=== block 1 ===
## src/rtl/sumador_segmentado_pkg.sv

```systemverilog
// Shared types and sizing helpers for the segmented adder.
// State encodings, mode codes and segment-count arithmetic.
package sumador_segmentado_pkg;

  typedef enum logic [1:0] {
    IDLE = 2'd0,
    BUSY = 2'd1,
    DONE = 2'd2
  } state_t;

  localparam logic MODE_ADD = 1'b0;
  localparam logic MODE_SUB = 1'b1;

  function automatic int seg_count(input int width, input int seg);
    return width / seg;
  endfunction

  function automatic int idx_width(input int n);
    return (n <= 1) ? 1 : $clog2(n);
  endfunction

endpackage

```

## src/rtl/sumador_segmento.sv

```systemverilog
// One-bit full adder and the SEG-bit ripple slice built from it.
// The slice also exposes the carry into its MSB for overflow detection.
module sumador_completo #(
  parameter int PwrC = 0
) (
  input  logic a,
  input  logic b,
  input  logic ci,
  output logic s,
  output logic co
);

  assign s  = a ^ b ^ ci;
  assign co = (a & b) | (ci & (a ^ b));

endmodule

module sumador_segmento #(
  parameter int SEG  = 4,
  parameter int PwrC = 0
) (
  input  logic [SEG-1:0] a,
  input  logic [SEG-1:0] b,
  input  logic           ci,
  output logic [SEG-1:0] s,
  output logic           co,
  output logic           c_msb
);

  logic [SEG:0] c;

  assign c[0] = ci;

  for (genvar i = 0; i < SEG; i++) begin : g_fa
    sumador_completo #(
      .PwrC(PwrC)
    ) u_fa (
      .a (a[i]),
      .b (b[i]),
      .ci(c[i]),
      .s (s[i]),
      .co(c[i+1])
    );
  end

  assign co    = c[SEG];
  assign c_msb = c[SEG-1];

endmodule

```

## src/rtl/sumador_segmentado.sv

```systemverilog
// Multi-cycle add/subtract: one SEG-bit slice per clock, carry kept
// in a register between slices, valid/ready on both sides.
module sumador_segmentado
  import sumador_segmentado_pkg::*;
#(
  parameter int WIDTH = 16,
  parameter int SEG   = 4,
  parameter int PwrC  = 0
) (
  input  logic             clk,
  input  logic             reset_L,
  input  logic             in_valid,
  output logic             in_ready,
  input  logic [WIDTH-1:0] a,
  input  logic [WIDTH-1:0] b,
  input  logic             ci,
  input  logic             mode,
  output logic             out_valid,
  input  logic             out_ready,
  output logic [WIDTH-1:0] s,
  output logic             co,
  output logic             ovf,
  output logic             zero
);

  localparam int N  = seg_count(WIDTH, SEG);
  localparam int IW = idx_width(N);

  state_t           state;
  state_t           state_nx;
  logic [WIDTH-1:0] a_r;
  logic [WIDTH-1:0] b_r;
  logic [WIDTH-1:0] s_r;
  logic [WIDTH-1:0] s_nx;
  logic [IW-1:0]    idx;
  logic             carry_r;
  logic             co_r;
  logic             ovf_r;
  logic             zero_r;
  logic             valid_r;
  logic [SEG-1:0]   sl_a;
  logic [SEG-1:0]   sl_b;
  logic [SEG-1:0]   sl_s;
  logic             sl_co;
  logic             sl_cm;
  logic             last;

  always_comb begin
    sl_a = a_r[int'(idx)*SEG +: SEG];
    sl_b = b_r[int'(idx)*SEG +: SEG];
    last = (int'(idx) == N - 1);
    // Whole result as it will be once this slice lands; feeds zero.
    s_nx = s_r;
    s_nx[int'(idx)*SEG +: SEG] = sl_s;
  end

  sumador_segmento #(
    .SEG (SEG),
    .PwrC(PwrC)
  ) u_seg (
    .a    (sl_a),
    .b    (sl_b),
    .ci   (carry_r),
    .s    (sl_s),
    .co   (sl_co),
    .c_msb(sl_cm)
  );

  always_ff @(posedge clk or negedge reset_L) begin
    if (!reset_L) state <= IDLE;
    else          state <= state_nx;
  end

  always_comb begin
    state_nx = state;
    unique case (state)
      IDLE:    if (in_valid)  state_nx = BUSY;
      BUSY:    if (last)      state_nx = DONE;
      DONE:    if (out_ready) state_nx = IDLE;
      default: state_nx = IDLE;
    endcase
  end

  always_ff @(posedge clk or negedge reset_L) begin
    if (!reset_L) begin
      a_r     <= '0;
      b_r     <= '0;
      s_r     <= '0;
      idx     <= '0;
      carry_r <= 1'b0;
      co_r    <= 1'b0;
      ovf_r   <= 1'b0;
      zero_r  <= 1'b0;
      valid_r <= 1'b0;
    end else begin
      unique case (state)
        IDLE: begin
          if (in_valid) begin
            a_r     <= a;
            b_r     <= (mode == MODE_SUB) ? ~b : b;
            carry_r <= (mode == MODE_SUB) ? 1'b1 : ci;
            idx     <= '0;
          end
        end
        BUSY: begin
          s_r     <= s_nx;
          carry_r <= sl_co;
          idx     <= idx + 1'b1;
          if (last) begin
            co_r    <= sl_co;
            ovf_r   <= sl_cm ^ sl_co;
            zero_r  <= (s_nx == '0);
            valid_r <= 1'b1;
          end
        end
        DONE: begin
          if (out_ready) valid_r <= 1'b0;
        end
        default: valid_r <= 1'b0;
      endcase
    end
  end

  assign in_ready  = (state == IDLE);
  assign out_valid = valid_r;
  assign s         = s_r;
  assign co        = co_r;
  assign ovf       = ovf_r;
  assign zero      = zero_r;

endmodule

```

## config.mk

```make
export PLATFORM = sky130hd
export DESIGN_NAME = sumador_segmentado
export DESIGN_NICKNAME = d
export VERILOG_FILES = /design/src/rtl/sumador_segmentado_pkg.sv /design/src/rtl/sumador_segmento.sv /design/src/rtl/sumador_segmentado.sv
export SDC_FILE = /design/constraint.sdc
export NUM_CORES = 1
export LEC_CHECK = 0
export ABC_AREA = 1
export CAP_MARGIN = 20
export CORE_AREA = 2 2 73 92
export DETAILED_ROUTE_END_ITERATION = 10
export DIE_AREA = 0 0 75 94
export PLACE_DENSITY = 0.77
export SLEW_MARGIN = 20
export SYNTH_ARGS = -nofsm -noshare
export SYNTH_HDL_FRONTEND = slang
export SYNTH_SLANG_ARGS = --single-unit
```

## constraint.sdc

```tcl
create_clock -name clk -period 3.6 [get_ports clk]
set_input_delay 0.54 -clock clk [delete_from_list [all_inputs] [get_ports clk]]
set_output_delay 0.54 -clock clk [all_outputs]
set_load 0.02 [all_outputs]
```

=== block 2 ===
==> config.mk <==
export PLATFORM = sky130hd
export DESIGN_NAME = microc_stack
export DESIGN_NICKNAME = d
export VERILOG_FILES = /design/src/rtl/microc_stack.sv
export SDC_FILE = /design/constraint.sdc
export NUM_CORES = 1
export LEC_CHECK = 0
export CAP_MARGIN = 0
export CELL_PAD_IN_SITES_DETAIL_PLACEMENT = 1
export CELL_PAD_IN_SITES_GLOBAL_PLACEMENT = 1
export CORE_AREA = 4 4 196 198
export DETAILED_ROUTE_END_ITERATION = 7
export DIE_AREA = 0 0 200 202
export GPL_ROUTABILITY_DRIVEN = 0
export PLACE_DENSITY_LB_ADDON = 0.1
export SLEW_MARGIN = 20
export SYNTH_ARGS = -nofsm -noshare
export SYNTH_HDL_FRONTEND = slang
export SYNTH_SLANG_ARGS = --single-unit
==> constraint.sdc <==
create_clock -name clk -period 9.7 [get_ports clk]
set_input_delay 2.425 -clock clk [delete_from_list [all_inputs] [get_ports clk]]
set_output_delay 2.425 -clock clk [all_outputs]
set_load 0.01 [all_outputs]
==> src/rtl/microc_stack.sv <==
// microc_stack: parametrised single-cycle microcontroller datapath with a
// 16-entry register file, ALU with zero/carry flags, program counter and a
// hardware return-address stack with sticky overflow/underflow flags.
// Ports:
//   clk, reset             : clock and synchronous active-high reset.
//   instr, pc, opcode      : program-memory data in, program address out,
//                            opcode field out for the external control unit.
//   s_inc, s_inm, we3, wez, op, push, pop : per-cycle control strobes.
//   z, c                   : registered zero/carry flags.
//   sp, ovf, unf           : stack depth and sticky stack error flags.
module microc_stack #(
  parameter int DW    = 8,
  parameter int AW    = 10,
  parameter int DEPTH = 8
) (
  input  logic                     clk,
  input  logic                     reset,
  input  logic [15:0]              instr,
  output logic [AW-1:0]            pc,
  input  logic                     s_inc,
  input  logic                     s_inm,
  input  logic                     we3,
  input  logic                     wez,
  input  logic [2:0]               op,
  input  logic                     push,
  input  logic                     pop,
  output logic [5:0]               opcode,
  output logic                     z,
  output logic                     c,
  output logic [$clog2(DEPTH):0]   sp,
  output logic                     ovf,
  output logic                     unf
);

  localparam int IW = $clog2(DEPTH);
  localparam int SW = IW + 1;

  // Instruction fields
  logic [3:0]    ra1, ra2, wa3;
  logic [AW-1:0] tgt;

  assign ra1    = instr[11:8];
  assign ra2    = instr[7:4];
  assign wa3    = instr[3:0];
  assign tgt    = instr[AW-1:0];
  assign opcode = instr[15:10];

  // Register file
  logic [DW-1:0] regs_q [0:15];
  logic [DW-1:0] rd1, rd2, wd;

  // r0 is hard-wired to zero on the read side; writes to it are dropped.
  assign rd1 = (ra1 == 4'd0) ? '0 : regs_q[ra1];
  assign rd2 = (ra2 == 4'd0) ? '0 : regs_q[ra2];

  // ALU
  logic [DW-1:0] res;
  logic          cout;

  always_comb begin
    res  = '0;
    cout = 1'b0;
    case (op)
      3'b000: res = rd1;
      3'b001: res = ~rd1;
      3'b010: {cout, res} = {1'b0, rd1} + {1'b0, rd2};
      3'b011: begin
        res  = rd1 - rd2;
        cout = (rd1 < rd2);  // borrow
      end
      3'b100: res = rd1 & rd2;
      3'b101: res = rd1 | rd2;
      3'b110: res = '0 - rd1;
      default: res = '0 - rd2;
    endcase
  end

  assign wd = s_inm ? DW'(instr[11:4]) : res;

  // PC / return stack state
  logic [AW-1:0] pc_q, pc_d, pc_inc, top;
  logic [SW-1:0] sp_q, sp_d;
  logic          ovf_q, ovf_d, unf_q, unf_d;
  logic          z_q, c_q;
  logic          stk_we;
  logic [AW-1:0] stk_q [0:DEPTH-1];
  logic [IW-1:0] top_idx;
  logic          full, empty;

  assign pc_inc  = pc_q + AW'(1);
  assign full    = (sp_q == SW'(DEPTH));
  assign empty   = (sp_q == '0);
  // Low bits of sp minus one; correct also when sp == DEPTH (low bits 0).
  assign top_idx = sp_q[IW-1:0] - IW'(1);
  assign top     = stk_q[top_idx];

  // Next-PC / stack control. Pop dominates push; a simultaneous push is
  // silently ignored and raises no error.
  always_comb begin
    pc_d   = pc_q;
    sp_d   = sp_q;
    ovf_d  = ovf_q;
    unf_d  = unf_q;
    stk_we = 1'b0;
    if (pop) begin
      if (!empty) begin
        pc_d = top;
        sp_d = sp_q - SW'(1);
      end else begin
        pc_d  = pc_inc;
        unf_d = 1'b1;
      end
    end else if (push) begin
      pc_d = tgt;
      if (!full) begin
        stk_we = 1'b1;
        sp_d   = sp_q + SW'(1);
      end else begin
        ovf_d = 1'b1;
      end
    end else begin
      pc_d = s_inc ? pc_inc : tgt;
    end
  end

  always_ff @(posedge clk) begin
    if (reset) begin
      pc_q  <= '0;
      sp_q  <= '0;
      ovf_q <= 1'b0;
      unf_q <= 1'b0;
      z_q   <= 1'b0;
      c_q   <= 1'b0;
      for (int i = 0; i < 16; i++) regs_q[i] <= '0;
    end else begin
      pc_q  <= pc_d;
      sp_q  <= sp_d;
      ovf_q <= ovf_d;
      unf_q <= unf_d;
      if (wez) begin
        z_q <= (res == '0);
        c_q <= cout;
      end
      if (we3 && (wa3 != 4'd0)) regs_q[wa3] <= wd;
    end
  end

  // Stack contents need no reset; sp alone defines validity.
  always_ff @(posedge clk) begin
    if (stk_we && !reset) stk_q[sp_q[IW-1:0]] <= pc_inc;
  end

  assign pc  = pc_q;
  assign sp  = sp_q;
  assign ovf = ovf_q;
  assign unf = unf_q;
  assign z   = z_q;
  assign c   = c_q;

endmodule
=== block 3 ===
**config.mk**
```make
export PLATFORM = sky130hd
export DESIGN_NAME = md_issue_ctrl_flat
export DESIGN_NICKNAME = d
export VERILOG_FILES = /design/src/rtl/md_pkg.sv /design/src/rtl/md_issue_ctrl_if.sv /design/src/rtl/md_issue_ctrl.sv /design/src/flat_wrapper.sv
export SDC_FILE = /design/constraint.sdc
export NUM_CORES = 1
export LEC_CHECK = 0
export ABC_AREA = 1
export CELL_PAD_IN_SITES_DETAIL_PLACEMENT = 1
export CELL_PAD_IN_SITES_GLOBAL_PLACEMENT = 1
export CORE_MARGIN = 3
export CORE_UTILIZATION = 26
export CTS_BUF_LIST = sky130_fd_sc_hd__clkbuf_4
export CTS_CLUSTER_SIZE = 14
export DETAILED_ROUTE_END_ITERATION = 16
export HOLD_SLACK_MARGIN = 0.1
export PLACE_DENSITY = 0.84
export SETUP_SLACK_MARGIN = 0.2
export SLEW_MARGIN = 20
export SYNTH_ARGS = -nofsm -noshare
export SYNTH_HDL_FRONTEND = slang
export SYNTH_SLANG_ARGS = --single-unit
```
**constraint.sdc**
```tcl
create_clock -name clk -period 2.8 [get_ports clk]
set_input_delay 0.42 -clock clk [delete_from_list [all_inputs] [get_ports clk]]
set_output_delay 0.42 -clock clk [all_outputs]
set_load 0.02 [all_outputs]
```
**src/rtl/md_pkg.sv**
```systemverilog
// Shared multiply/divide definitions: op codes, issue FSM encodings and the request payload.
// Used by the issue controller, the multiply/divide unit and the decoder.
package md_pkg;

  localparam int unsigned XLEN = 32;
  localparam int unsigned OPW  = 3;

  localparam logic [2:0] MD_NONE  = 3'd0;
  localparam logic [2:0] MD_MULT  = 3'd1;
  localparam logic [2:0] MD_MULTU = 3'd2;
  localparam logic [2:0] MD_DIV   = 3'd3;
  localparam logic [2:0] MD_DIVU  = 3'd4;
  localparam logic [2:0] MD_MTHI  = 3'd5;
  localparam logic [2:0] MD_MTLO  = 3'd6;

  localparam logic [1:0] ST_IDLE  = 2'd0;
  localparam logic [1:0] ST_ISSUE = 2'd1;
  localparam logic [1:0] ST_WAIT  = 2'd2;

  typedef struct packed {
    logic [OPW-1:0]  op;
    logic [XLEN-1:0] a;
    logic [XLEN-1:0] b;
  } md_req_t;

  // Ops that occupy the multiply/divide unit.
  function automatic logic is_md_arith(input logic [OPW-1:0] op);
    return (op >= MD_MULT) && (op <= MD_DIVU);
  endfunction

  // Any op that touches HI/LO state (arith or move-to).
  function automatic logic is_md_any(input logic [OPW-1:0] op);
    return (op >= MD_MULT) && (op <= MD_MTLO);
  endfunction

endpackage

```
**src/rtl/md_issue_ctrl_if.sv**
```systemverilog
// Handshake between the issue controller (master) and the multiply/divide unit (slave).
interface md_issue_ctrl_if;
  import md_pkg::*;

  logic            md_start;
  logic [OPW-1:0]  md_op;
  logic [XLEN-1:0] md_A;
  logic [XLEN-1:0] md_B;
  logic            md_busy;
  logic [XLEN-1:0] md_HI;
  logic [XLEN-1:0] md_LO;

  modport master (
    output md_start, md_op, md_A, md_B,
    input  md_busy, md_HI, md_LO
  );

  modport slave (
    input  md_start, md_op, md_A, md_B,
    output md_busy, md_HI, md_LO
  );

endinterface

```
**src/rtl/md_issue_ctrl.sv**
```systemverilog
// Issues Execute-stage multiply/divide ops to the md unit, owns architectural HI/LO,
// and stalls Decode while an md op is in flight.
module md_issue_ctrl
  import md_pkg::*;
(
  input  logic            clk,
  input  logic            reset,
  input  logic            E_valid,
  input  logic [OPW-1:0]  E_md_op,
  input  logic [XLEN-1:0] E_rs,
  input  logic [XLEN-1:0] E_rt,
  input  logic            D_uses_md,
  md_issue_ctrl_if.master md,
  output logic [XLEN-1:0] HI_out,
  output logic [XLEN-1:0] LO_out,
  output logic            stall,
  output logic            md_err
);

  logic [1:0]      state_q, state_d;
  logic            start_q, start_d;
  md_req_t         req_q, req_d;
  logic [XLEN-1:0] hi_q, hi_d;
  logic [XLEN-1:0] lo_q, lo_d;
  logic            err_q, err_d;
  logic            issue_now;
  logic            md_any;

  assign issue_now = E_valid & is_md_arith(E_md_op);
  assign md_any    = E_valid & is_md_any(E_md_op);
  assign stall     = D_uses_md & (issue_now | (state_q != ST_IDLE));

  assign md.md_start = start_q;
  assign md.md_op    = req_q.op;
  assign md.md_A     = req_q.a;
  assign md.md_B     = req_q.b;
  assign HI_out      = hi_q;
  assign LO_out      = lo_q;
  assign md_err      = err_q;

  always_ff @(posedge clk or negedge reset) begin
    if (!reset) begin
      state_q <= ST_IDLE;
    end else begin
      state_q <= state_d;
    end
  end

  always_ff @(posedge clk or negedge reset) begin
    if (!reset) begin
      start_q <= 1'b0;
      req_q   <= '0;
      hi_q    <= '0;
      lo_q    <= '0;
      err_q   <= 1'b0;
    end else begin
      start_q <= start_d;
      req_q   <= req_d;
      hi_q    <= hi_d;
      lo_q    <= lo_d;
      err_q   <= err_d;
    end
  end

  // Next state and next values of every registered output.
  always_comb begin
    state_d = state_q;
    start_d = 1'b0;
    req_d   = req_q;
    hi_d    = hi_q;
    lo_d    = lo_q;
    err_d   = err_q;
    case (state_q)
      ST_IDLE: begin
        if (issue_now) begin
          state_d = ST_ISSUE;
          start_d = 1'b1;
          req_d   = '{op: E_md_op, a: E_rs, b: E_rt};
        end else if (E_valid && (E_md_op == MD_MTHI)) begin
          hi_d = E_rs;
        end else if (E_valid && (E_md_op == MD_MTLO)) begin
          lo_d = E_rs;
        end
      end
      ST_ISSUE: begin
        state_d = ST_WAIT;
        if (md_any) err_d = 1'b1;
      end
      ST_WAIT: begin
        if (md_any) err_d = 1'b1;
        // Busy is already high on the first WAIT cycle, so low here means done.
        if (!md.md_busy) begin
          state_d = ST_IDLE;
          hi_d    = md.md_HI;
          lo_d    = md.md_LO;
        end
      end
      default: state_d = ST_IDLE;
    endcase
  end

endmodule
```
**src/flat_wrapper.sv**
```systemverilog
// flat-port wrapper written by rule: the top's interface ports become plain ports
module md_issue_ctrl_flat import md_pkg::*;
  (clk, reset, E_valid, E_md_op, E_rs, E_rt, D_uses_md, HI_out, LO_out, stall, md_err, md_md_start, md_md_op, md_md_A, md_md_B, md_md_busy, md_md_HI, md_md_LO);
  md_issue_ctrl_if md_i ();
  input  logic clk;
  input  logic reset;
  input  logic E_valid;
  input  logic [OPW-1:0] E_md_op;
  input  logic [XLEN-1:0] E_rs;
  input  logic [XLEN-1:0] E_rt;
  input  logic D_uses_md;
  output logic [XLEN-1:0] HI_out;
  output logic [XLEN-1:0] LO_out;
  output logic stall;
  output logic md_err;
  output wire logic [$bits(md_i.md_start)-1:0] md_md_start;
  output wire logic [$bits(md_i.md_op)-1:0] md_md_op;
  output wire logic [$bits(md_i.md_A)-1:0] md_md_A;
  output wire logic [$bits(md_i.md_B)-1:0] md_md_B;
  input wire logic [$bits(md_i.md_busy)-1:0] md_md_busy;
  input wire logic [$bits(md_i.md_HI)-1:0] md_md_HI;
  input wire logic [$bits(md_i.md_LO)-1:0] md_md_LO;
  assign md_md_start = md_i.md_start;
  assign md_md_op = md_i.md_op;
  assign md_md_A = md_i.md_A;
  assign md_md_B = md_i.md_B;
  assign md_i.md_busy = md_md_busy;
  assign md_i.md_HI = md_md_HI;
  assign md_i.md_LO = md_md_LO;
  md_issue_ctrl u_core (.clk(clk), .reset(reset), .E_valid(E_valid), .E_md_op(E_md_op), .E_rs(E_rs), .E_rt(E_rt), .D_uses_md(D_uses_md), .md(md_i), .HI_out(HI_out), .LO_out(LO_out), .stall(stall), .md_err(md_err));
endmodule
```
**Block 3: wiring by layer**

Drawn at 2 px/um. Only two layers are drawn.
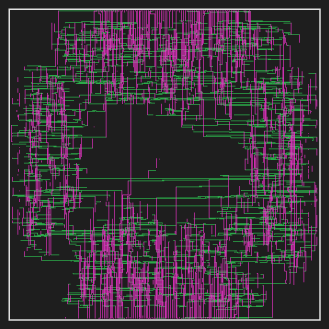
metal 1 -> green  # wire length 9080 um
metal 2 -> magenta  # wire length 10500 um
vias: 5589
routed wire length: 21.3 mm
GRT Util Overall: 0.179
Avg WL per Cell: 17.5 um

==> impl_metrics.yaml, block 3 <==
# implementation run metrics
die:
  die_w_um: 155
  die_area_um2: 23900
  initCoreUtil: 0.269
synthesis:
  yosysTopAreaCell: "dfrtp_1"
  top_area_frac: 0.589
  ff_type: "dfrtp_1"
  xor_area_frac: 0
  ys_sh_simple: 0.167
  ys_seq_share: 0.589
  ys_area_um2: 5740
  netlist_instances: 669
  synthAoiAreaFrac: 0.177
  top_cells_by_count: "nand2_1 (209), dfrtp_1 (135), o21ai_0 (122)"
finish:
  buffers: 283
  layout_top_cell: "clkdlybuf4s50_1"
  sh_comb_area: 0.225
  flops: 135
  fin_util: 0.422
  logic_gates: 454
  logic_area_um2: 2030
  diodes: 1
  fill_cells: 2511
  drive_gt1_frac: 0.0574
  layout_top_cells: "clkdlybuf4s50_1 (267), nand2_1 (209), dfrtp_1 (135)"
min_path:
  hp-class: "in -> async"
power:
  leakage_nw: 4.08
  swShare: 0.450
  power_clock_mw: 1.43
  fin_total_pwr_mw: 11.0
  maxPowerGroup: "combinational cells"
  pg_seq_mw: 3.41
  p_seq_frac: 0.311
  internal_power_mw: 6.02
  comb-power_mw: 6.11
placed_design:
  io_buffers: 269
  gp_congestion: 0.758
  hpwl_mm: 15.5
  dp_cells: 1182
routing:
  met3_length_mm: 1.11
  drtPass1Iterations: 4
  drcViolationCount: 0
  wl_met2_mm: 10.5
  antenna_left: 0
  drt-met1-wl_mm: 9.08
job:
  warning_count: 28
critical_path:
  worst_path_dominant_cell_family: "buffers and inverters"
  rrSetupSlack_ps: 730
  cp.arrival_ps: 1960
  cp-end-kind: "output port"
sta:
  period_used_share: 0.848
  fmax_mhz: 421
  rsz0062_at_grt: "false"
  setup_viol: 0
  hold_viol_final: 0
clock_tree:
  clockBufferDepth: 2
  cts.htree.levels: 4
  cts_hold_buf: 1
status:
  status: "finished clean"
global_routing:
  grt_pass1_wl_mm: 33.9
  top_usage_layer: "met2"
  antenna_found_initial: 1
  grtUsageMet3: 0.0484
  met1_usage: 0.219
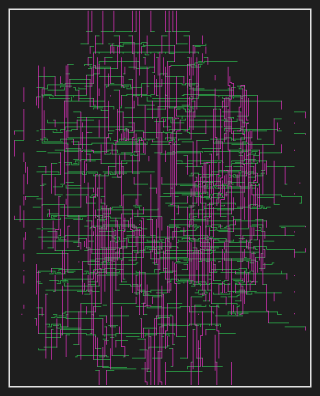
**Above:** block 1 (wiring by layer).
Drawn at 4 px/um. Only two layers are drawn.
metal 1 -> green  # wire length 2700 um
metal 2 -> magenta  # wire length 3240 um
Avg WL per Cell: 12.4 um
routed wire length: 6.45 mm
vias: 2579
GRT Util Overall: 0.202

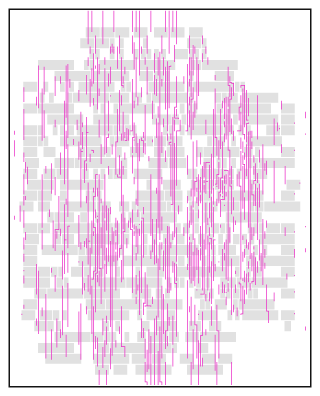
**Above:** block 1 (metal 2).
Drawn at 4 px/um.
wire length on this layer = 3240 um
nets with wire on the layer = 367
share of all routed wire = 50%
main direction = vertical
longest straight run = 46.9 um
met2 Use GR: 0.323

==> impl_metrics.yaml, block 1 <==
# implementation run metrics
job:
  maxCapViolCount: 0
power:
  pg_seq_mw: 1.15
  maxPowerGroup: "combinational cells"
  p_seq_frac: 0.304
  power_density_nw_per_um2: 988
  switching_power_mw: 1.71
  p_comb_frac: 0.540
  power_clock_mw: 0.594
finish:
  fill_cells: 561
  final_area_um2: 3830
  inverters: 24
  nNetsFinal: 477
  syn2layout_area_growth_pct: 26.9
  layout.nonclk_buf_frac: 0.160
  layout_top_cell: "nand2_1"
  sh_comb_area: 0.364
  diodes: 0
synthesis:
  top_area_frac: 0.472
  synth.area.top_cells: "dfrtp_1 (47%), nand2_1 (17%), o21ai_0 (5.0%)"
  yosys_cells: 371
  most_common_cell: "nand2_1"
  xor_area_frac: 0.0493
  ys_sh_mux: 0
  netlist_instances: 371
  edf_count: 0
  top_cells_by_count: "nand2_1 (137), dfrtp_1 (57), nor2_1 (30), o21ai_0 (30), inv_1 (18)"
  ys.warnings.count: 0
  synth_cell_types: 27
  async_reset_ff_frac: 1.00
  ys_seq_share: 0.472
  top_logic_kind: "simple AND/OR/NAND/NOR gates"
  yosys.area_share.adder: 0.0514
sta:
  setup_slack_ps: 254
  fin_skew_ps: 5.03
  hold_ws_ps: 342
  relSlewSlack: 0.380
  fin_crit_ps: 3350
  period_used_share: 0.929
global_routing:
  grt_start_max_net_pins: 51
  grt_pass1_wl_mm: 10.7
  antenna_found_initial: 0
critical_path:
  worstReg2RegEnd: "zero$_DFFE_PN0P_"
  worstPathRequired_ps: 3830
  cp.arrival_ps: 3580
  r2r-start: "idx[0]$_DFFE_PN0P_"
  path_cells: "clkinv_4, nand2_1, a32o_1, fa_1, inv_1, fa_1, inv_1, fa_1, fa_1, nor2_1, nand2_1, nor2_1, nor2_2, nand3_1, nor2_1, nand3_1, nand2_1"
  crit_fanout: 20
  cp-startpoint: "idx[0]$_DFFE_PN0P_"
  cp.depth: 17
  cp_slowest_cell: "dfrtp_1"
clock_tree:
  cts.htree.levels: 3
  cts_resized: 0
  numCtsBuffers: 9
  cts_hold_buf: 0
  cts_tree: "built"
routing:
  top_layer: "met4"
  drtPass1Iterations: 4
  met3_length_um: 294
placed_design:
  gp_congestion: 0.918
  io_buffers: 58
  dp_slack_ps: 219
die:
  row_count: 32
  initCoreUtil: 0.493
min_path:
  hp-class: "in -> async"
status:
  status: "finished clean"
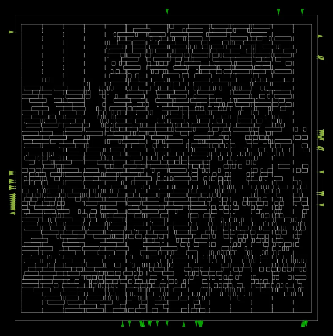
**Above:** block 2 (cell outlines without signal wires).
n_taps: 468
Final Non-Filler Cells: 1565

==> impl_metrics.yaml, block 2 <==
# implementation run metrics
status:
  status: "finished clean"
power:
  pg_seq_mw: 1.22
sta:
  setup_viol: 0
  fin_skew_ps: 12.8
  tightest_slew_ps: 1060
routing:
  drtPass1Iterations: 5
  drcViolationCount: 0
  drt_iter0_drc: 491
  viasPerCell: 5.52
  vias: 8645
finish:
  regMostFlops: "regs_q"
  register_area_um2: 6610
synthesis:
  yosysTopAreaCell: "edfxtp_1"
  ys.flops: 226
die:
  die_y_um: 202
global_routing:
  grt_pass1_wl_mm: 60.6
  grt-ovfl-total: 0

==> screenshots <==
A small window of the routed layout.
image #1
Region (57, 57) to (97, 97) um. Cells in gray, sequential cells in the stronger gray; small squares are vias.
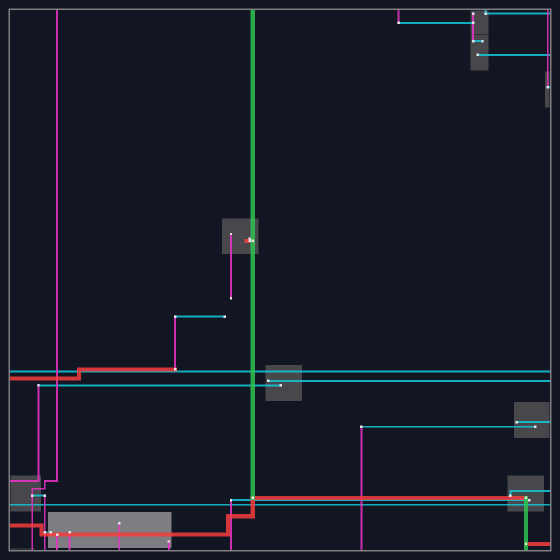
image #2
Region (18, 27) to (58, 67) um. Cells in gray, sequential cells in the stronger gray; small squares are vias.
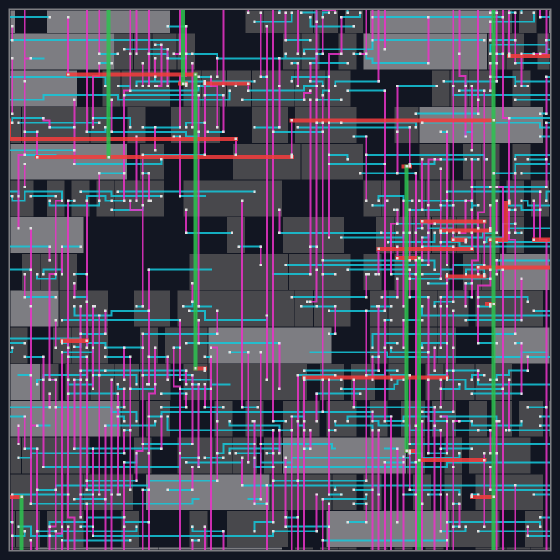
image #3
Region (80, 81) to (120, 121) um. Cells in gray, sequential cells in the stronger gray; small squares are vias.
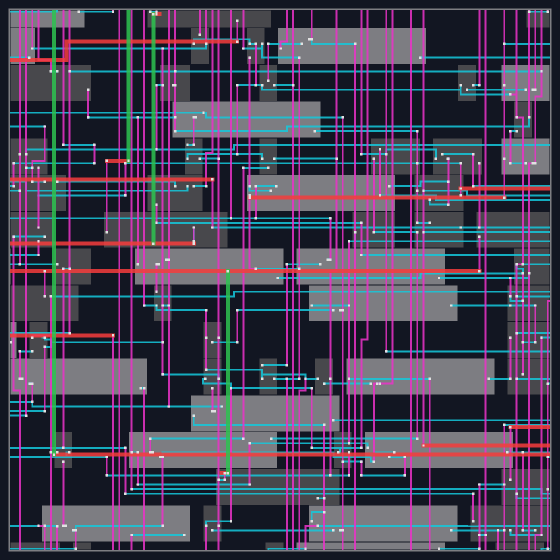
For block 3, see image #1.
For block 1, see image #2.
For block 2, see image #3.


=== block 4 ===
==> src/rtl/lsu_mem_port.sv <==
// Load/store unit port: accepts one CPU request at a time and drives a zero-latency
// word RAM, doing read-modify-write for sub-word stores and lane extraction for loads.
module lsu_mem_port #(
  parameter int MEM_DEPTH  = 4096,
  parameter int ADDR_WIDTH = $clog2(MEM_DEPTH)
) (
  input  logic                  clk,
  input  logic                  rst,
  input  logic                  req_valid,
  output logic                  req_ready,
  input  logic                  req_we,
  input  logic [31:0]           req_addr,
  input  logic [1:0]            req_size,
  input  logic                  req_unsigned,
  input  logic [31:0]           req_wdata,
  output logic                  rsp_valid,
  input  logic                  rsp_ready,
  output logic [31:0]           rsp_rdata,
  output logic                  rsp_err,
  output logic [ADDR_WIDTH-1:0] ram_addr,
  output logic [31:0]           ram_din,
  output logic                  ram_we,
  input  logic [31:0]           ram_dout
);

  typedef enum logic [1:0] {IDLE = 2'd0, RD = 2'd1, WR = 2'd2, RSP = 2'd3} state_t;

  state_t                  state_r, state_nxt_s;
  logic                    accept_s, req_err_s;
  logic                    we_r, we_nxt_s, unsigned_r, unsigned_nxt_s;
  logic [1:0]              size_r, size_nxt_s, off_r, off_nxt_s;
  logic [31:0]             wdata_r, wdata_nxt_s;
  logic [ADDR_WIDTH-1:0]   ram_addr_r, ram_addr_nxt_s;
  logic [31:0]             ram_din_r, ram_din_nxt_s, rsp_rdata_r, rsp_rdata_nxt_s;
  logic                    ram_we_r, ram_we_nxt_s, rsp_valid_r, rsp_valid_nxt_s;
  logic                    rsp_err_r, rsp_err_nxt_s;

  function automatic logic [31:0] merge_lanes(input logic [31:0] word, input logic [31:0] wdata,
                                               input logic [1:0] size, input logic [1:0] off);
    logic [31:0] res;
    res = word;
    case (size)
      2'b00: begin
        case (off)
          2'b00:   res[7:0]   = wdata[7:0];
          2'b01:   res[15:8]  = wdata[7:0];
          2'b10:   res[23:16] = wdata[7:0];
          2'b11:   res[31:24] = wdata[7:0];
          default: res        = word;
        endcase
      end
      2'b01: begin
        if (off[1]) res[31:16] = wdata[15:0];
        else        res[15:0]  = wdata[15:0];
      end
      default: res = wdata;
    endcase
    return res;
  endfunction

  function automatic logic [31:0] load_extend(input logic [31:0] word, input logic [1:0] size,
                                              input logic [1:0] off, input logic uns);
    logic [7:0]  b;
    logic [15:0] h;
    logic [31:0] res;
    case (off)
      2'b00:   b = word[7:0];
      2'b01:   b = word[15:8];
      2'b10:   b = word[23:16];
      2'b11:   b = word[31:24];
      default: b = word[7:0];
    endcase
    h = off[1] ? word[31:16] : word[15:0];
    case (size)
      2'b00:   res = uns ? {24'h000000, b} : {{24{b[7]}}, b};
      2'b01:   res = uns ? {16'h0000, h}   : {{16{h[15]}}, h};
      default: res = word;
    endcase
    return res;
  endfunction

  assign req_ready = (state_r == IDLE) && !rst;
  assign accept_s  = req_valid && req_ready;

  // Request rejection: illegal size, misalignment, or word index beyond the RAM
  always_comb begin
    req_err_s = 1'b0;
    if (req_size == 2'b11) begin
      req_err_s = 1'b1;
    end else if ((req_size == 2'b01) && req_addr[0]) begin
      req_err_s = 1'b1;
    end else if ((req_size == 2'b10) && (req_addr[1:0] != 2'b00)) begin
      req_err_s = 1'b1;
    end else if ({2'b00, req_addr[31:2]} >= 32'(MEM_DEPTH)) begin
      req_err_s = 1'b1;
    end else begin
      req_err_s = 1'b0;
    end
  end

  // State register
  always_ff @(posedge clk) begin
    if (rst) state_r <= IDLE;
    else     state_r <= state_nxt_s;
  end

  // Next-state logic
  always_comb begin
    state_nxt_s = state_r;
    case (state_r)
      IDLE: begin
        if (accept_s) state_nxt_s = req_err_s ? RSP : RD;
        else          state_nxt_s = IDLE;
      end
      RD:      state_nxt_s = we_r ? WR : RSP;
      WR:      state_nxt_s = RSP;
      RSP: begin
        if (rsp_ready) state_nxt_s = IDLE;
        else           state_nxt_s = RSP;
      end
      default: state_nxt_s = IDLE;
    endcase
  end

  // Output and datapath next values; outputs are registered so they follow state by construction
  always_comb begin
    we_nxt_s        = we_r;
    unsigned_nxt_s  = unsigned_r;
    size_nxt_s      = size_r;
    off_nxt_s       = off_r;
    wdata_nxt_s     = wdata_r;
    ram_addr_nxt_s  = ram_addr_r;
    ram_din_nxt_s   = ram_din_r;
    rsp_rdata_nxt_s = rsp_rdata_r;
    rsp_err_nxt_s   = rsp_err_r;
    ram_we_nxt_s    = (state_nxt_s == WR);
    rsp_valid_nxt_s = (state_nxt_s == RSP);
    case (state_r)
      IDLE: begin
        if (accept_s) begin
          we_nxt_s        = req_we;
          unsigned_nxt_s  = req_unsigned;
          size_nxt_s      = req_size;
          off_nxt_s       = req_addr[1:0];
          wdata_nxt_s     = req_wdata;
          ram_addr_nxt_s  = req_addr[ADDR_WIDTH+1:2];
          rsp_rdata_nxt_s = 32'h0000_0000;
          rsp_err_nxt_s   = req_err_s;
        end else begin
          rsp_err_nxt_s   = rsp_err_r;
        end
      end
      RD: begin
        ram_din_nxt_s   = merge_lanes(ram_dout, wdata_r, size_r, off_r);
        rsp_rdata_nxt_s = we_r ? 32'h0000_0000 : load_extend(ram_dout, size_r, off_r, unsigned_r);
        rsp_err_nxt_s   = 1'b0;
      end
      WR:      rsp_err_nxt_s = rsp_err_r;
      RSP:     rsp_err_nxt_s = rsp_err_r;
      default: rsp_err_nxt_s = rsp_err_r;
    endcase
  end

  // Datapath and output registers
  always_ff @(posedge clk) begin
    if (rst) begin
      we_r        <= 1'b0;
      unsigned_r  <= 1'b0;
      size_r      <= 2'b00;
      off_r       <= 2'b00;
      wdata_r     <= 32'h0000_0000;
      ram_addr_r  <= '0;
      ram_din_r   <= 32'h0000_0000;
      rsp_rdata_r <= 32'h0000_0000;
      rsp_err_r   <= 1'b0;
      ram_we_r    <= 1'b0;
      rsp_valid_r <= 1'b0;
    end else begin
      we_r        <= we_nxt_s;
      unsigned_r  <= unsigned_nxt_s;
      size_r      <= size_nxt_s;
      off_r       <= off_nxt_s;
      wdata_r     <= wdata_nxt_s;
      ram_addr_r  <= ram_addr_nxt_s;
      ram_din_r   <= ram_din_nxt_s;
      rsp_rdata_r <= rsp_rdata_nxt_s;
      rsp_err_r   <= rsp_err_nxt_s;
      ram_we_r    <= ram_we_nxt_s;
      rsp_valid_r <= rsp_valid_nxt_s;
    end
  end

  assign ram_addr  = ram_addr_r;
  assign ram_din   = ram_din_r;
  // Gate with rst so a reset landing in WR cannot complete the write
  assign ram_we    = ram_we_r && !rst;
  assign rsp_valid = rsp_valid_r;
  assign rsp_rdata = rsp_rdata_r;
  assign rsp_err   = rsp_err_r;

endmodule

==> config.mk <==
export PLATFORM = sky130hd
export DESIGN_NAME = lsu_mem_port
export DESIGN_NICKNAME = d
export VERILOG_FILES = /design/src/rtl/lsu_mem_port.sv
export SDC_FILE = /design/constraint.sdc
export NUM_CORES = 1
export LEC_CHECK = 0
export CAP_MARGIN = 5
export CELL_PAD_IN_SITES_DETAIL_PLACEMENT = 1
export CELL_PAD_IN_SITES_GLOBAL_PLACEMENT = 1
export CORE_MARGIN = 4
export CORE_UTILIZATION = 36
export CTS_CLUSTER_SIZE = 14
export DETAILED_ROUTE_END_ITERATION = 6
export GPL_TIMING_DRIVEN = 1
export PLACE_DENSITY = 0.93
export REMOVE_ABC_BUFFERS = 1
export SYNTH_ARGS = -nofsm -noshare
export SYNTH_HDL_FRONTEND = slang
export SYNTH_SLANG_ARGS = --single-unit
==> constraint.sdc <==
create_clock -name clk -period 4.8 [get_ports clk]
set_input_delay 0.96 -clock clk [delete_from_list [all_inputs] [get_ports clk]]
set_output_delay 0.96 -clock clk [all_outputs]
set_load 0.005 [all_outputs]
=== block 5 ===
`src/rtl/brcomp_iter_if.sv`:
```
// Execute-stage handshake bundle for the iterative branch comparator:
// operand/op request side plus the registered result side.
interface brcomp_iter_if #(
    parameter int WIDTH = 32
) ();
    logic             in_valid_i;
    logic             in_ready_o;
    logic [WIDTH-1:0] rs1_data_i;
    logic [WIDTH-1:0] rs2_data_i;
    logic [2:0]       br_op_i;
    logic             out_valid_o;
    logic             out_ready_i;
    logic             br_less_o;
    logic             br_equal_o;
    logic             br_taken_o;
    logic             br_illegal_o;

    // Issuing side: presents operands and consumes results.
    modport master (
        output in_valid_i, rs1_data_i, rs2_data_i, br_op_i, out_ready_i,
        input  in_ready_o, out_valid_o, br_less_o, br_equal_o, br_taken_o, br_illegal_o
    );

    // Comparator side.
    modport slave (
        input  in_valid_i, rs1_data_i, rs2_data_i, br_op_i, out_ready_i,
        output in_ready_o, out_valid_o, br_less_o, br_equal_o, br_taken_o, br_illegal_o
    );
endinterface

```
`src/rtl/brcomp_iter.sv`:
```
// Multi-cycle RISC-V branch comparator. Operands are compared one DIGIT-bit
// digit per cycle from the most significant digit down; signed compares are
// turned into unsigned ones by flipping the operand sign bits on capture.
module brcomp_iter #(
    parameter int WIDTH      = 32,
    parameter int DIGIT      = 8,
    parameter int EARLY_EXIT = 1
) (
    input  logic         clk_i,
    input  logic         rst_ni,
    input  logic         flush_i,
    output logic         busy_o,
    brcomp_iter_if.slave bus
);
    localparam int NDIG = WIDTH / DIGIT;
    localparam int IDXW = (NDIG > 1) ? $clog2(NDIG) : 1;
    localparam logic [IDXW-1:0] IDX_TOP = IDXW'(NDIG - 1);

    localparam logic [1:0] IDLE = 2'd0;
    localparam logic [1:0] CMP  = 2'd1;
    localparam logic [1:0] DONE = 2'd2;

    generate
        if ((DIGIT < 1) || ((WIDTH % DIGIT) != 0)) begin : g_bad_digit
            $error("brcomp_iter: WIDTH must be a positive multiple of DIGIT");
        end
    endgenerate

    // Offset-binary mapping: flipping the sign bit makes unsigned order match signed order.
    function automatic logic [WIDTH-1:0] offset_bin(input logic [WIDTH-1:0] v, input logic signed_mode);
        offset_bin = v ^ {signed_mode, {(WIDTH-1){1'b0}}};
    endfunction

    function automatic logic op_illegal(input logic [2:0] op);
        op_illegal = (op == 3'b010) || (op == 3'b011);
    endfunction

    function automatic logic op_taken(input logic [2:0] op, input logic less, input logic eq);
        case (op)
            3'b000:  op_taken = eq;
            3'b001:  op_taken = ~eq;
            3'b100:  op_taken = less;
            3'b101:  op_taken = ~less;
            3'b110:  op_taken = less;
            3'b111:  op_taken = ~less;
            default: op_taken = 1'b0;
        endcase
    endfunction

    logic [1:0]       state_r, state_nxt_s;
    logic [WIDTH-1:0] a_r, b_r;
    logic [2:0]       op_r;
    logic [IDXW-1:0]  idx_r, idx_nxt_s;
    logic             less_r, less_nxt_s;
    logic             eq_r, eq_nxt_s;
    logic             decided_r, decided_nxt_s;
    logic             out_valid_r, out_less_r, out_equal_r, out_taken_r, out_illegal_r, busy_r;
    logic [DIGIT-1:0] a_d_s, b_d_s;
    logic             lt_s, gt_s, diff_s, accept_s, in_ready_s, done_nxt_s;

    assign in_ready_s = (state_r == IDLE) & ~flush_i;
    assign accept_s   = in_ready_s & bus.in_valid_i;
    assign a_d_s      = a_r[int'(idx_r) * DIGIT +: DIGIT];
    assign b_d_s      = b_r[int'(idx_r) * DIGIT +: DIGIT];
    assign lt_s       = (a_d_s < b_d_s);
    assign gt_s       = (a_d_s > b_d_s);
    assign diff_s     = ~decided_r & (lt_s | gt_s);
    assign done_nxt_s = (state_nxt_s == DONE);

    // Next-state and compare-result update for the digit-serial FSM.
    always_comb begin
        state_nxt_s   = state_r;
        idx_nxt_s     = idx_r;
        less_nxt_s    = less_r;
        eq_nxt_s      = eq_r;
        decided_nxt_s = decided_r;
        case (state_r)
            IDLE: begin
                if (accept_s) begin
                    state_nxt_s   = CMP;
                    idx_nxt_s     = IDX_TOP;
                    less_nxt_s    = 1'b0;
                    eq_nxt_s      = 1'b1;
                    decided_nxt_s = 1'b0;
                end else begin
                    state_nxt_s = IDLE;
                end
            end
            CMP: begin
                if (diff_s) begin
                    less_nxt_s    = lt_s;
                    eq_nxt_s      = 1'b0;
                    decided_nxt_s = 1'b1;
                end else begin
                    decided_nxt_s = decided_r;
                end
                if ((idx_r == {IDXW{1'b0}}) || ((EARLY_EXIT != 0) && diff_s)) begin
                    state_nxt_s = DONE;
                end else begin
                    state_nxt_s = CMP;
                    idx_nxt_s   = idx_r - {{(IDXW-1){1'b0}}, 1'b1};
                end
            end
            DONE: begin
                if (bus.out_ready_i) begin
                    state_nxt_s = IDLE;
                end else begin
                    state_nxt_s = DONE;
                end
            end
            default: state_nxt_s = IDLE;
        endcase
        if (flush_i) begin
            state_nxt_s = IDLE;
        end else begin
            state_nxt_s = state_nxt_s;
        end
    end

    // State, operand capture and compare bookkeeping.
    always_ff @(posedge clk_i) begin
        if (!rst_ni) begin
            state_r   <= IDLE;
            a_r       <= {WIDTH{1'b0}};
            b_r       <= {WIDTH{1'b0}};
            op_r      <= 3'b000;
            idx_r     <= {IDXW{1'b0}};
            less_r    <= 1'b0;
            eq_r      <= 1'b0;
            decided_r <= 1'b0;
        end else begin
            state_r   <= state_nxt_s;
            idx_r     <= idx_nxt_s;
            less_r    <= less_nxt_s;
            eq_r      <= eq_nxt_s;
            decided_r <= decided_nxt_s;
            if (accept_s) begin
                a_r  <= offset_bin(bus.rs1_data_i, ~bus.br_op_i[1]);
                b_r  <= offset_bin(bus.rs2_data_i, ~bus.br_op_i[1]);
                op_r <= bus.br_op_i;
            end
        end
    end

    // Registered outputs; results are forced to zero outside DONE.
    always_ff @(posedge clk_i) begin
        if (!rst_ni) begin
            out_valid_r   <= 1'b0;
            out_less_r    <= 1'b0;
            out_equal_r   <= 1'b0;
            out_taken_r   <= 1'b0;
            out_illegal_r <= 1'b0;
            busy_r        <= 1'b0;
        end else begin
            out_valid_r   <= done_nxt_s;
            out_less_r    <= done_nxt_s & less_nxt_s;
            out_equal_r   <= done_nxt_s & eq_nxt_s;
            out_taken_r   <= done_nxt_s & ~op_illegal(op_r) & op_taken(op_r, less_nxt_s, eq_nxt_s);
            out_illegal_r <= done_nxt_s & op_illegal(op_r);
            busy_r        <= (state_nxt_s != IDLE);
        end
    end

    assign bus.in_ready_o   = in_ready_s;
    assign bus.out_valid_o  = out_valid_r;
    assign bus.br_less_o    = out_less_r;
    assign bus.br_equal_o   = out_equal_r;
    assign bus.br_taken_o   = out_taken_r;
    assign bus.br_illegal_o = out_illegal_r;
    assign busy_o           = busy_r;
endmodule

```
`src/flat_wrapper.sv`:
```
// flat-port wrapper written by rule: the top's interface ports become plain ports
module brcomp_iter_flat 
#(
    parameter int WIDTH      = 32,
    parameter int DIGIT      = 8,
    parameter int EARLY_EXIT = 1
)
  (clk_i, rst_ni, flush_i, busy_o, bus_in_valid_i, bus_rs1_data_i, bus_rs2_data_i, bus_br_op_i, bus_out_ready_i, bus_in_ready_o, bus_out_valid_o, bus_br_less_o, bus_br_equal_o, bus_br_taken_o, bus_br_illegal_o);
  brcomp_iter_if #(.WIDTH(WIDTH)) bus_i ();
  input  logic clk_i;
  input  logic rst_ni;
  input  logic flush_i;
  output logic busy_o;
  input wire logic [$bits(bus_i.in_valid_i)-1:0] bus_in_valid_i;
  input wire logic [$bits(bus_i.rs1_data_i)-1:0] bus_rs1_data_i;
  input wire logic [$bits(bus_i.rs2_data_i)-1:0] bus_rs2_data_i;
  input wire logic [$bits(bus_i.br_op_i)-1:0] bus_br_op_i;
  input wire logic [$bits(bus_i.out_ready_i)-1:0] bus_out_ready_i;
  output wire logic [$bits(bus_i.in_ready_o)-1:0] bus_in_ready_o;
  output wire logic [$bits(bus_i.out_valid_o)-1:0] bus_out_valid_o;
  output wire logic [$bits(bus_i.br_less_o)-1:0] bus_br_less_o;
  output wire logic [$bits(bus_i.br_equal_o)-1:0] bus_br_equal_o;
  output wire logic [$bits(bus_i.br_taken_o)-1:0] bus_br_taken_o;
  output wire logic [$bits(bus_i.br_illegal_o)-1:0] bus_br_illegal_o;
  assign bus_i.in_valid_i = bus_in_valid_i;
  assign bus_i.rs1_data_i = bus_rs1_data_i;
  assign bus_i.rs2_data_i = bus_rs2_data_i;
  assign bus_i.br_op_i = bus_br_op_i;
  assign bus_i.out_ready_i = bus_out_ready_i;
  assign bus_in_ready_o = bus_i.in_ready_o;
  assign bus_out_valid_o = bus_i.out_valid_o;
  assign bus_br_less_o = bus_i.br_less_o;
  assign bus_br_equal_o = bus_i.br_equal_o;
  assign bus_br_taken_o = bus_i.br_taken_o;
  assign bus_br_illegal_o = bus_i.br_illegal_o;
  brcomp_iter #(.WIDTH(WIDTH), .DIGIT(DIGIT), .EARLY_EXIT(EARLY_EXIT)) u_core (.clk_i(clk_i), .rst_ni(rst_ni), .flush_i(flush_i), .busy_o(busy_o), .bus(bus_i));
endmodule
```
`config.mk`:
```
export PLATFORM = sky130hd
export DESIGN_NAME = brcomp_iter_flat
export DESIGN_NICKNAME = d
export VERILOG_FILES = /design/src/rtl/brcomp_iter_if.sv /design/src/rtl/brcomp_iter.sv /design/src/flat_wrapper.sv
export SDC_FILE = /design/constraint.sdc
export NUM_CORES = 1
export LEC_CHECK = 0
export CAP_MARGIN = 25
export CORE_ASPECT_RATIO = 1.5
export CORE_MARGIN = 1.5
export CORE_UTILIZATION = 40
export DETAILED_ROUTE_END_ITERATION = 6
export DONT_BUFFER_PORTS = 1
export PLACE_DENSITY_LB_ADDON = 0.1
export SKIP_LAST_GASP = 1
export SYNTH_ARGS = -nofsm -noshare
export SYNTH_HDL_FRONTEND = slang
export SYNTH_SLANG_ARGS = --single-unit
export TNS_END_PERCENT = 20
```
`constraint.sdc`:
```
create_clock -name clk_i -period 4.8 [get_ports clk_i]
set_clock_uncertainty 0.15 [all_clocks]
set_input_delay 0.96 -clock clk_i [delete_from_list [all_inputs] [get_ports clk_i]]
set_output_delay 0.96 -clock clk_i [all_outputs]
set_load 0.005 [all_outputs]
```
**Block 4: wiring by layer**

Drawn at 3 px/um. Only two layers are drawn.
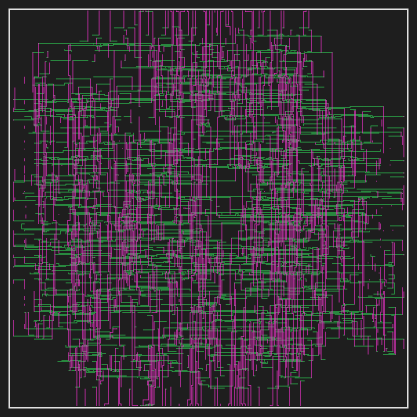
metal 2 -> magenta  # wire length 10100 um
metal 1 -> green  # wire length 8940 um

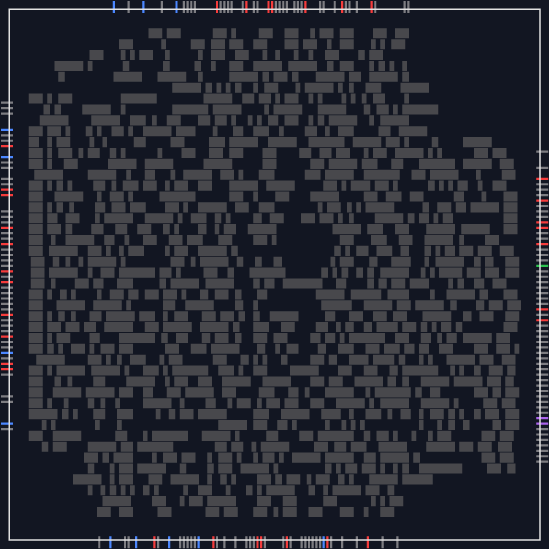
**Above:** block 4 (I/O pins on the die edge).
Drawn at 4 px/um. Pins as bars across the die edge, other pins in gray.
ram_addr -> blue  # pins 12, direction output, edge 5 south, 4 west, 3 north
ram_dout -> red  # pins 32, direction input, edge 11 west, 7 north, 7 south, 7 east
req_size -> purple  # pins 2, direction input, edge east
req_we -> green  # pins 1, direction input, edge east
all pins by edge = 55 east, 49 west, 41 south, 39 north
Port Buffers: 183
Die Ht: 132 um

==> impl_metrics.yaml, block 4 <==
# implementation run metrics
critical_path:
  worst_setup_path_start_kind: "input pin"
  path_cells: "buf_4, nor3_1, clkdlybuf4s50_1"
status:
  status: "finished clean"
sta:
  setup_viol: 0
  relSlewSlack: 0.234
  tns_ps: 0
finish:
  clock_area_frac: 0.0690
  inverters: 3
  layout_top_cells: "clkdlybuf4s50_1 (182), nand2_1 (161), dfxtp_1 (118)"
  syn2layout_area_growth_pct: 44.0
  fin_util: 0.529
  n_clock_buffer: 27
clock_tree:
  cts_sinks: 119
power:
  peakVddDrop_mv: 0.241
global_routing:
  antenna_found_initial: 0
routing:
  top_layer: "met4"
  wirelength_mm: 21.0
synthesis:
  ys_sh_mux: 0.0864
  async_reset_ff_frac: 0
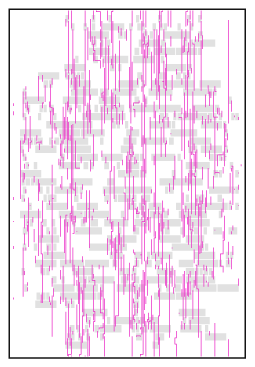
**Above:** block 5 (metal 2).
Drawn at 3 px/um.
longest straight run = 34.3 um
main direction = vertical

==> impl_metrics.yaml, block 5 <==
# implementation run metrics
status:
  status: "finished clean"
routing:
  drtPass1Iterations: 4
  wl_met2_mm: 3.45
  viasPerCell: 5.17
placed_design:
  postPlaceCellArea_um2: 3450
  dp_cells: 482
  dp_slack_ps: 1070
synthesis:
  xor_area_frac: 0.00516
  synth_cell_types: 30
  top_logic_kind: "simple AND/OR/NAND/NOR gates"
  ys_sh_simple: 0.195
critical_path:
  path_cells: "buf_4, mux4_2, ha_1, nand2_1, o21a_1, a311oi_1, or3_1, mux2_2, a221oi_1, a311oi_2"
  worstPathRequired_ps: 4860
  endpoint: "u_core.bus.br_taken_o$_SDFF_PN0_"
  worst_setup_path_start_kind: "flip-flop"
die:
  die_area_um2: 9050
  initCoreUtil: 0.408
  row_count: 41
  die_w_um: 78.2
  fp.coreArea_um2: 8310
power:
  leakage_nw: 1.33
  maxPowerGroup: "registers"
  power_density_nw_per_um2: 401
  internal_power_mw: 1.15
finish:
  seq_share: 0.430
  sh_comb_area: 0.438
  fill_cells: 840
  n_clock_buffer: 14
  drive_gt1_frac: 0.103
  flops: 80
job:
  maxCapViolCount: 0
global_routing:
  grt-ovfl-total: 0
  top_usage_layer: "met2"
  grt_start_max_net_pins: 70
min_path:
  min-delay-start: "u_core.a_r[28]$_SDFFE_PN0P_"
clock_tree:
  cts_setup_buffers: 0
sta:
  setup_slack_ps: 1130
  relSlewSlack: 0.483

==> notes/layouts.md <==
Pictures saved along the way, in no particular order.

A small window of the routed layout.
panel A
Region (46, 46) to (86, 86) um. Cells in gray, sequential cells in the stronger gray; small squares are vias.
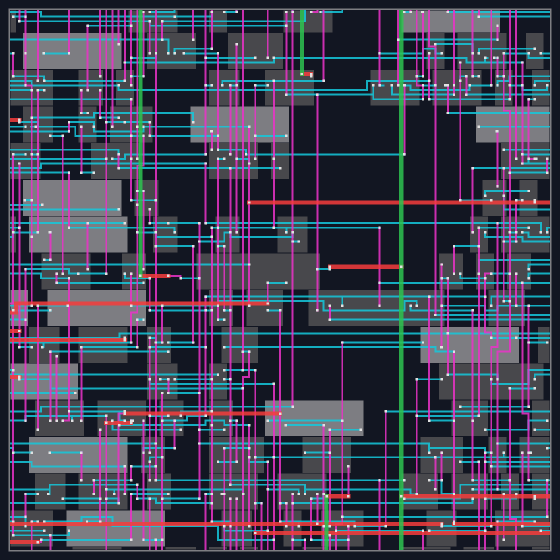
panel B
Region (19, 38) to (59, 78) um. Cells in gray, sequential cells in the stronger gray; small squares are vias.
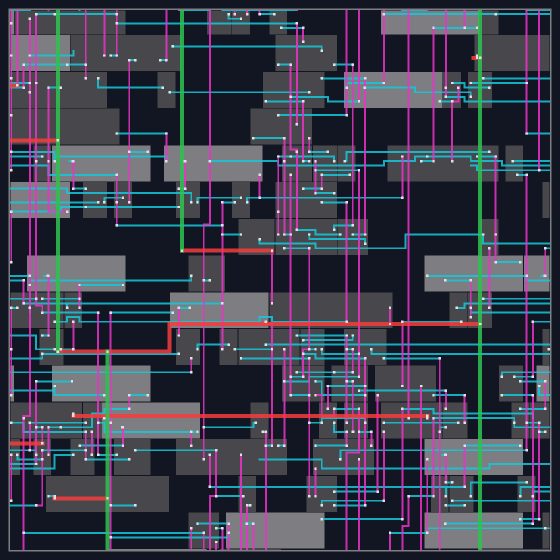
panel B -> block 5
panel A -> block 4

Key to panel B:
metal 1 -> cyan
metal 2 -> magenta
metal 3 -> red
metal 4 -> green
most frequent = nand2_1 (14), a21oi_1 (14), dfxtp_1 (14)
netlist names of flops here include = u_core.a_r (8), u_core.b_r (5)
cells with their middle in the window = 79
sequential cells in the window = 14



==> gallery <==
I/O pins on the die edge.
(a)
Drawn at 3 px/um. Pins as bars across the die edge, other pins in gray.
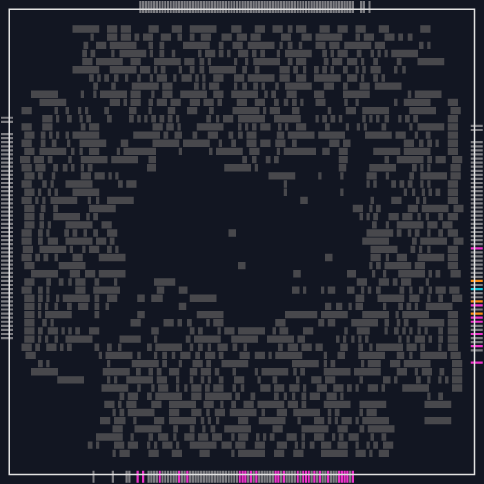
(b)
Drawn at 4 px/um. Pins as bars across the die edge, other pins in gray.
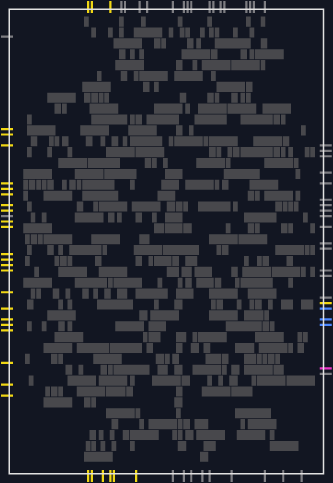
(c)
Drawn at 2 px/um. Pins as bars across the die edge, other pins in gray.
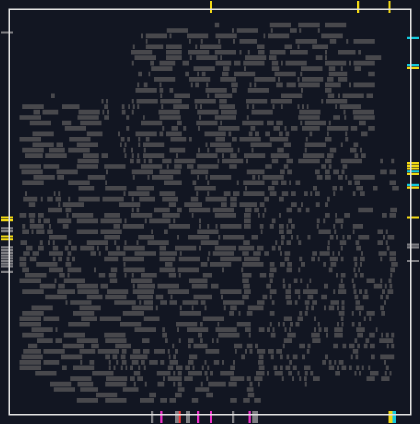
(d)
Drawn at 4 px/um. Pins as bars across the die edge, other pins in gray.
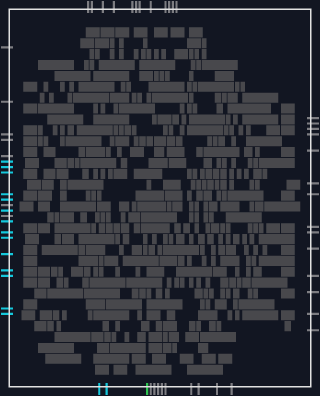
Of these, most pins: (a)
Of these, smallest die: (d)
- block 3 = (a)
- block 1 = (d)
- block 2 = (c)
- block 5 = (b)

Key to (d):
b -> cyan  # pins 16, direction input, edge 14 west, 2 south
out_valid -> green  # pins 1, direction output, edge south
all pins by edge = 21 west, 14 east, 12 north, 12 south

No activity file was given, so power comes from the tool's default toggle rates.
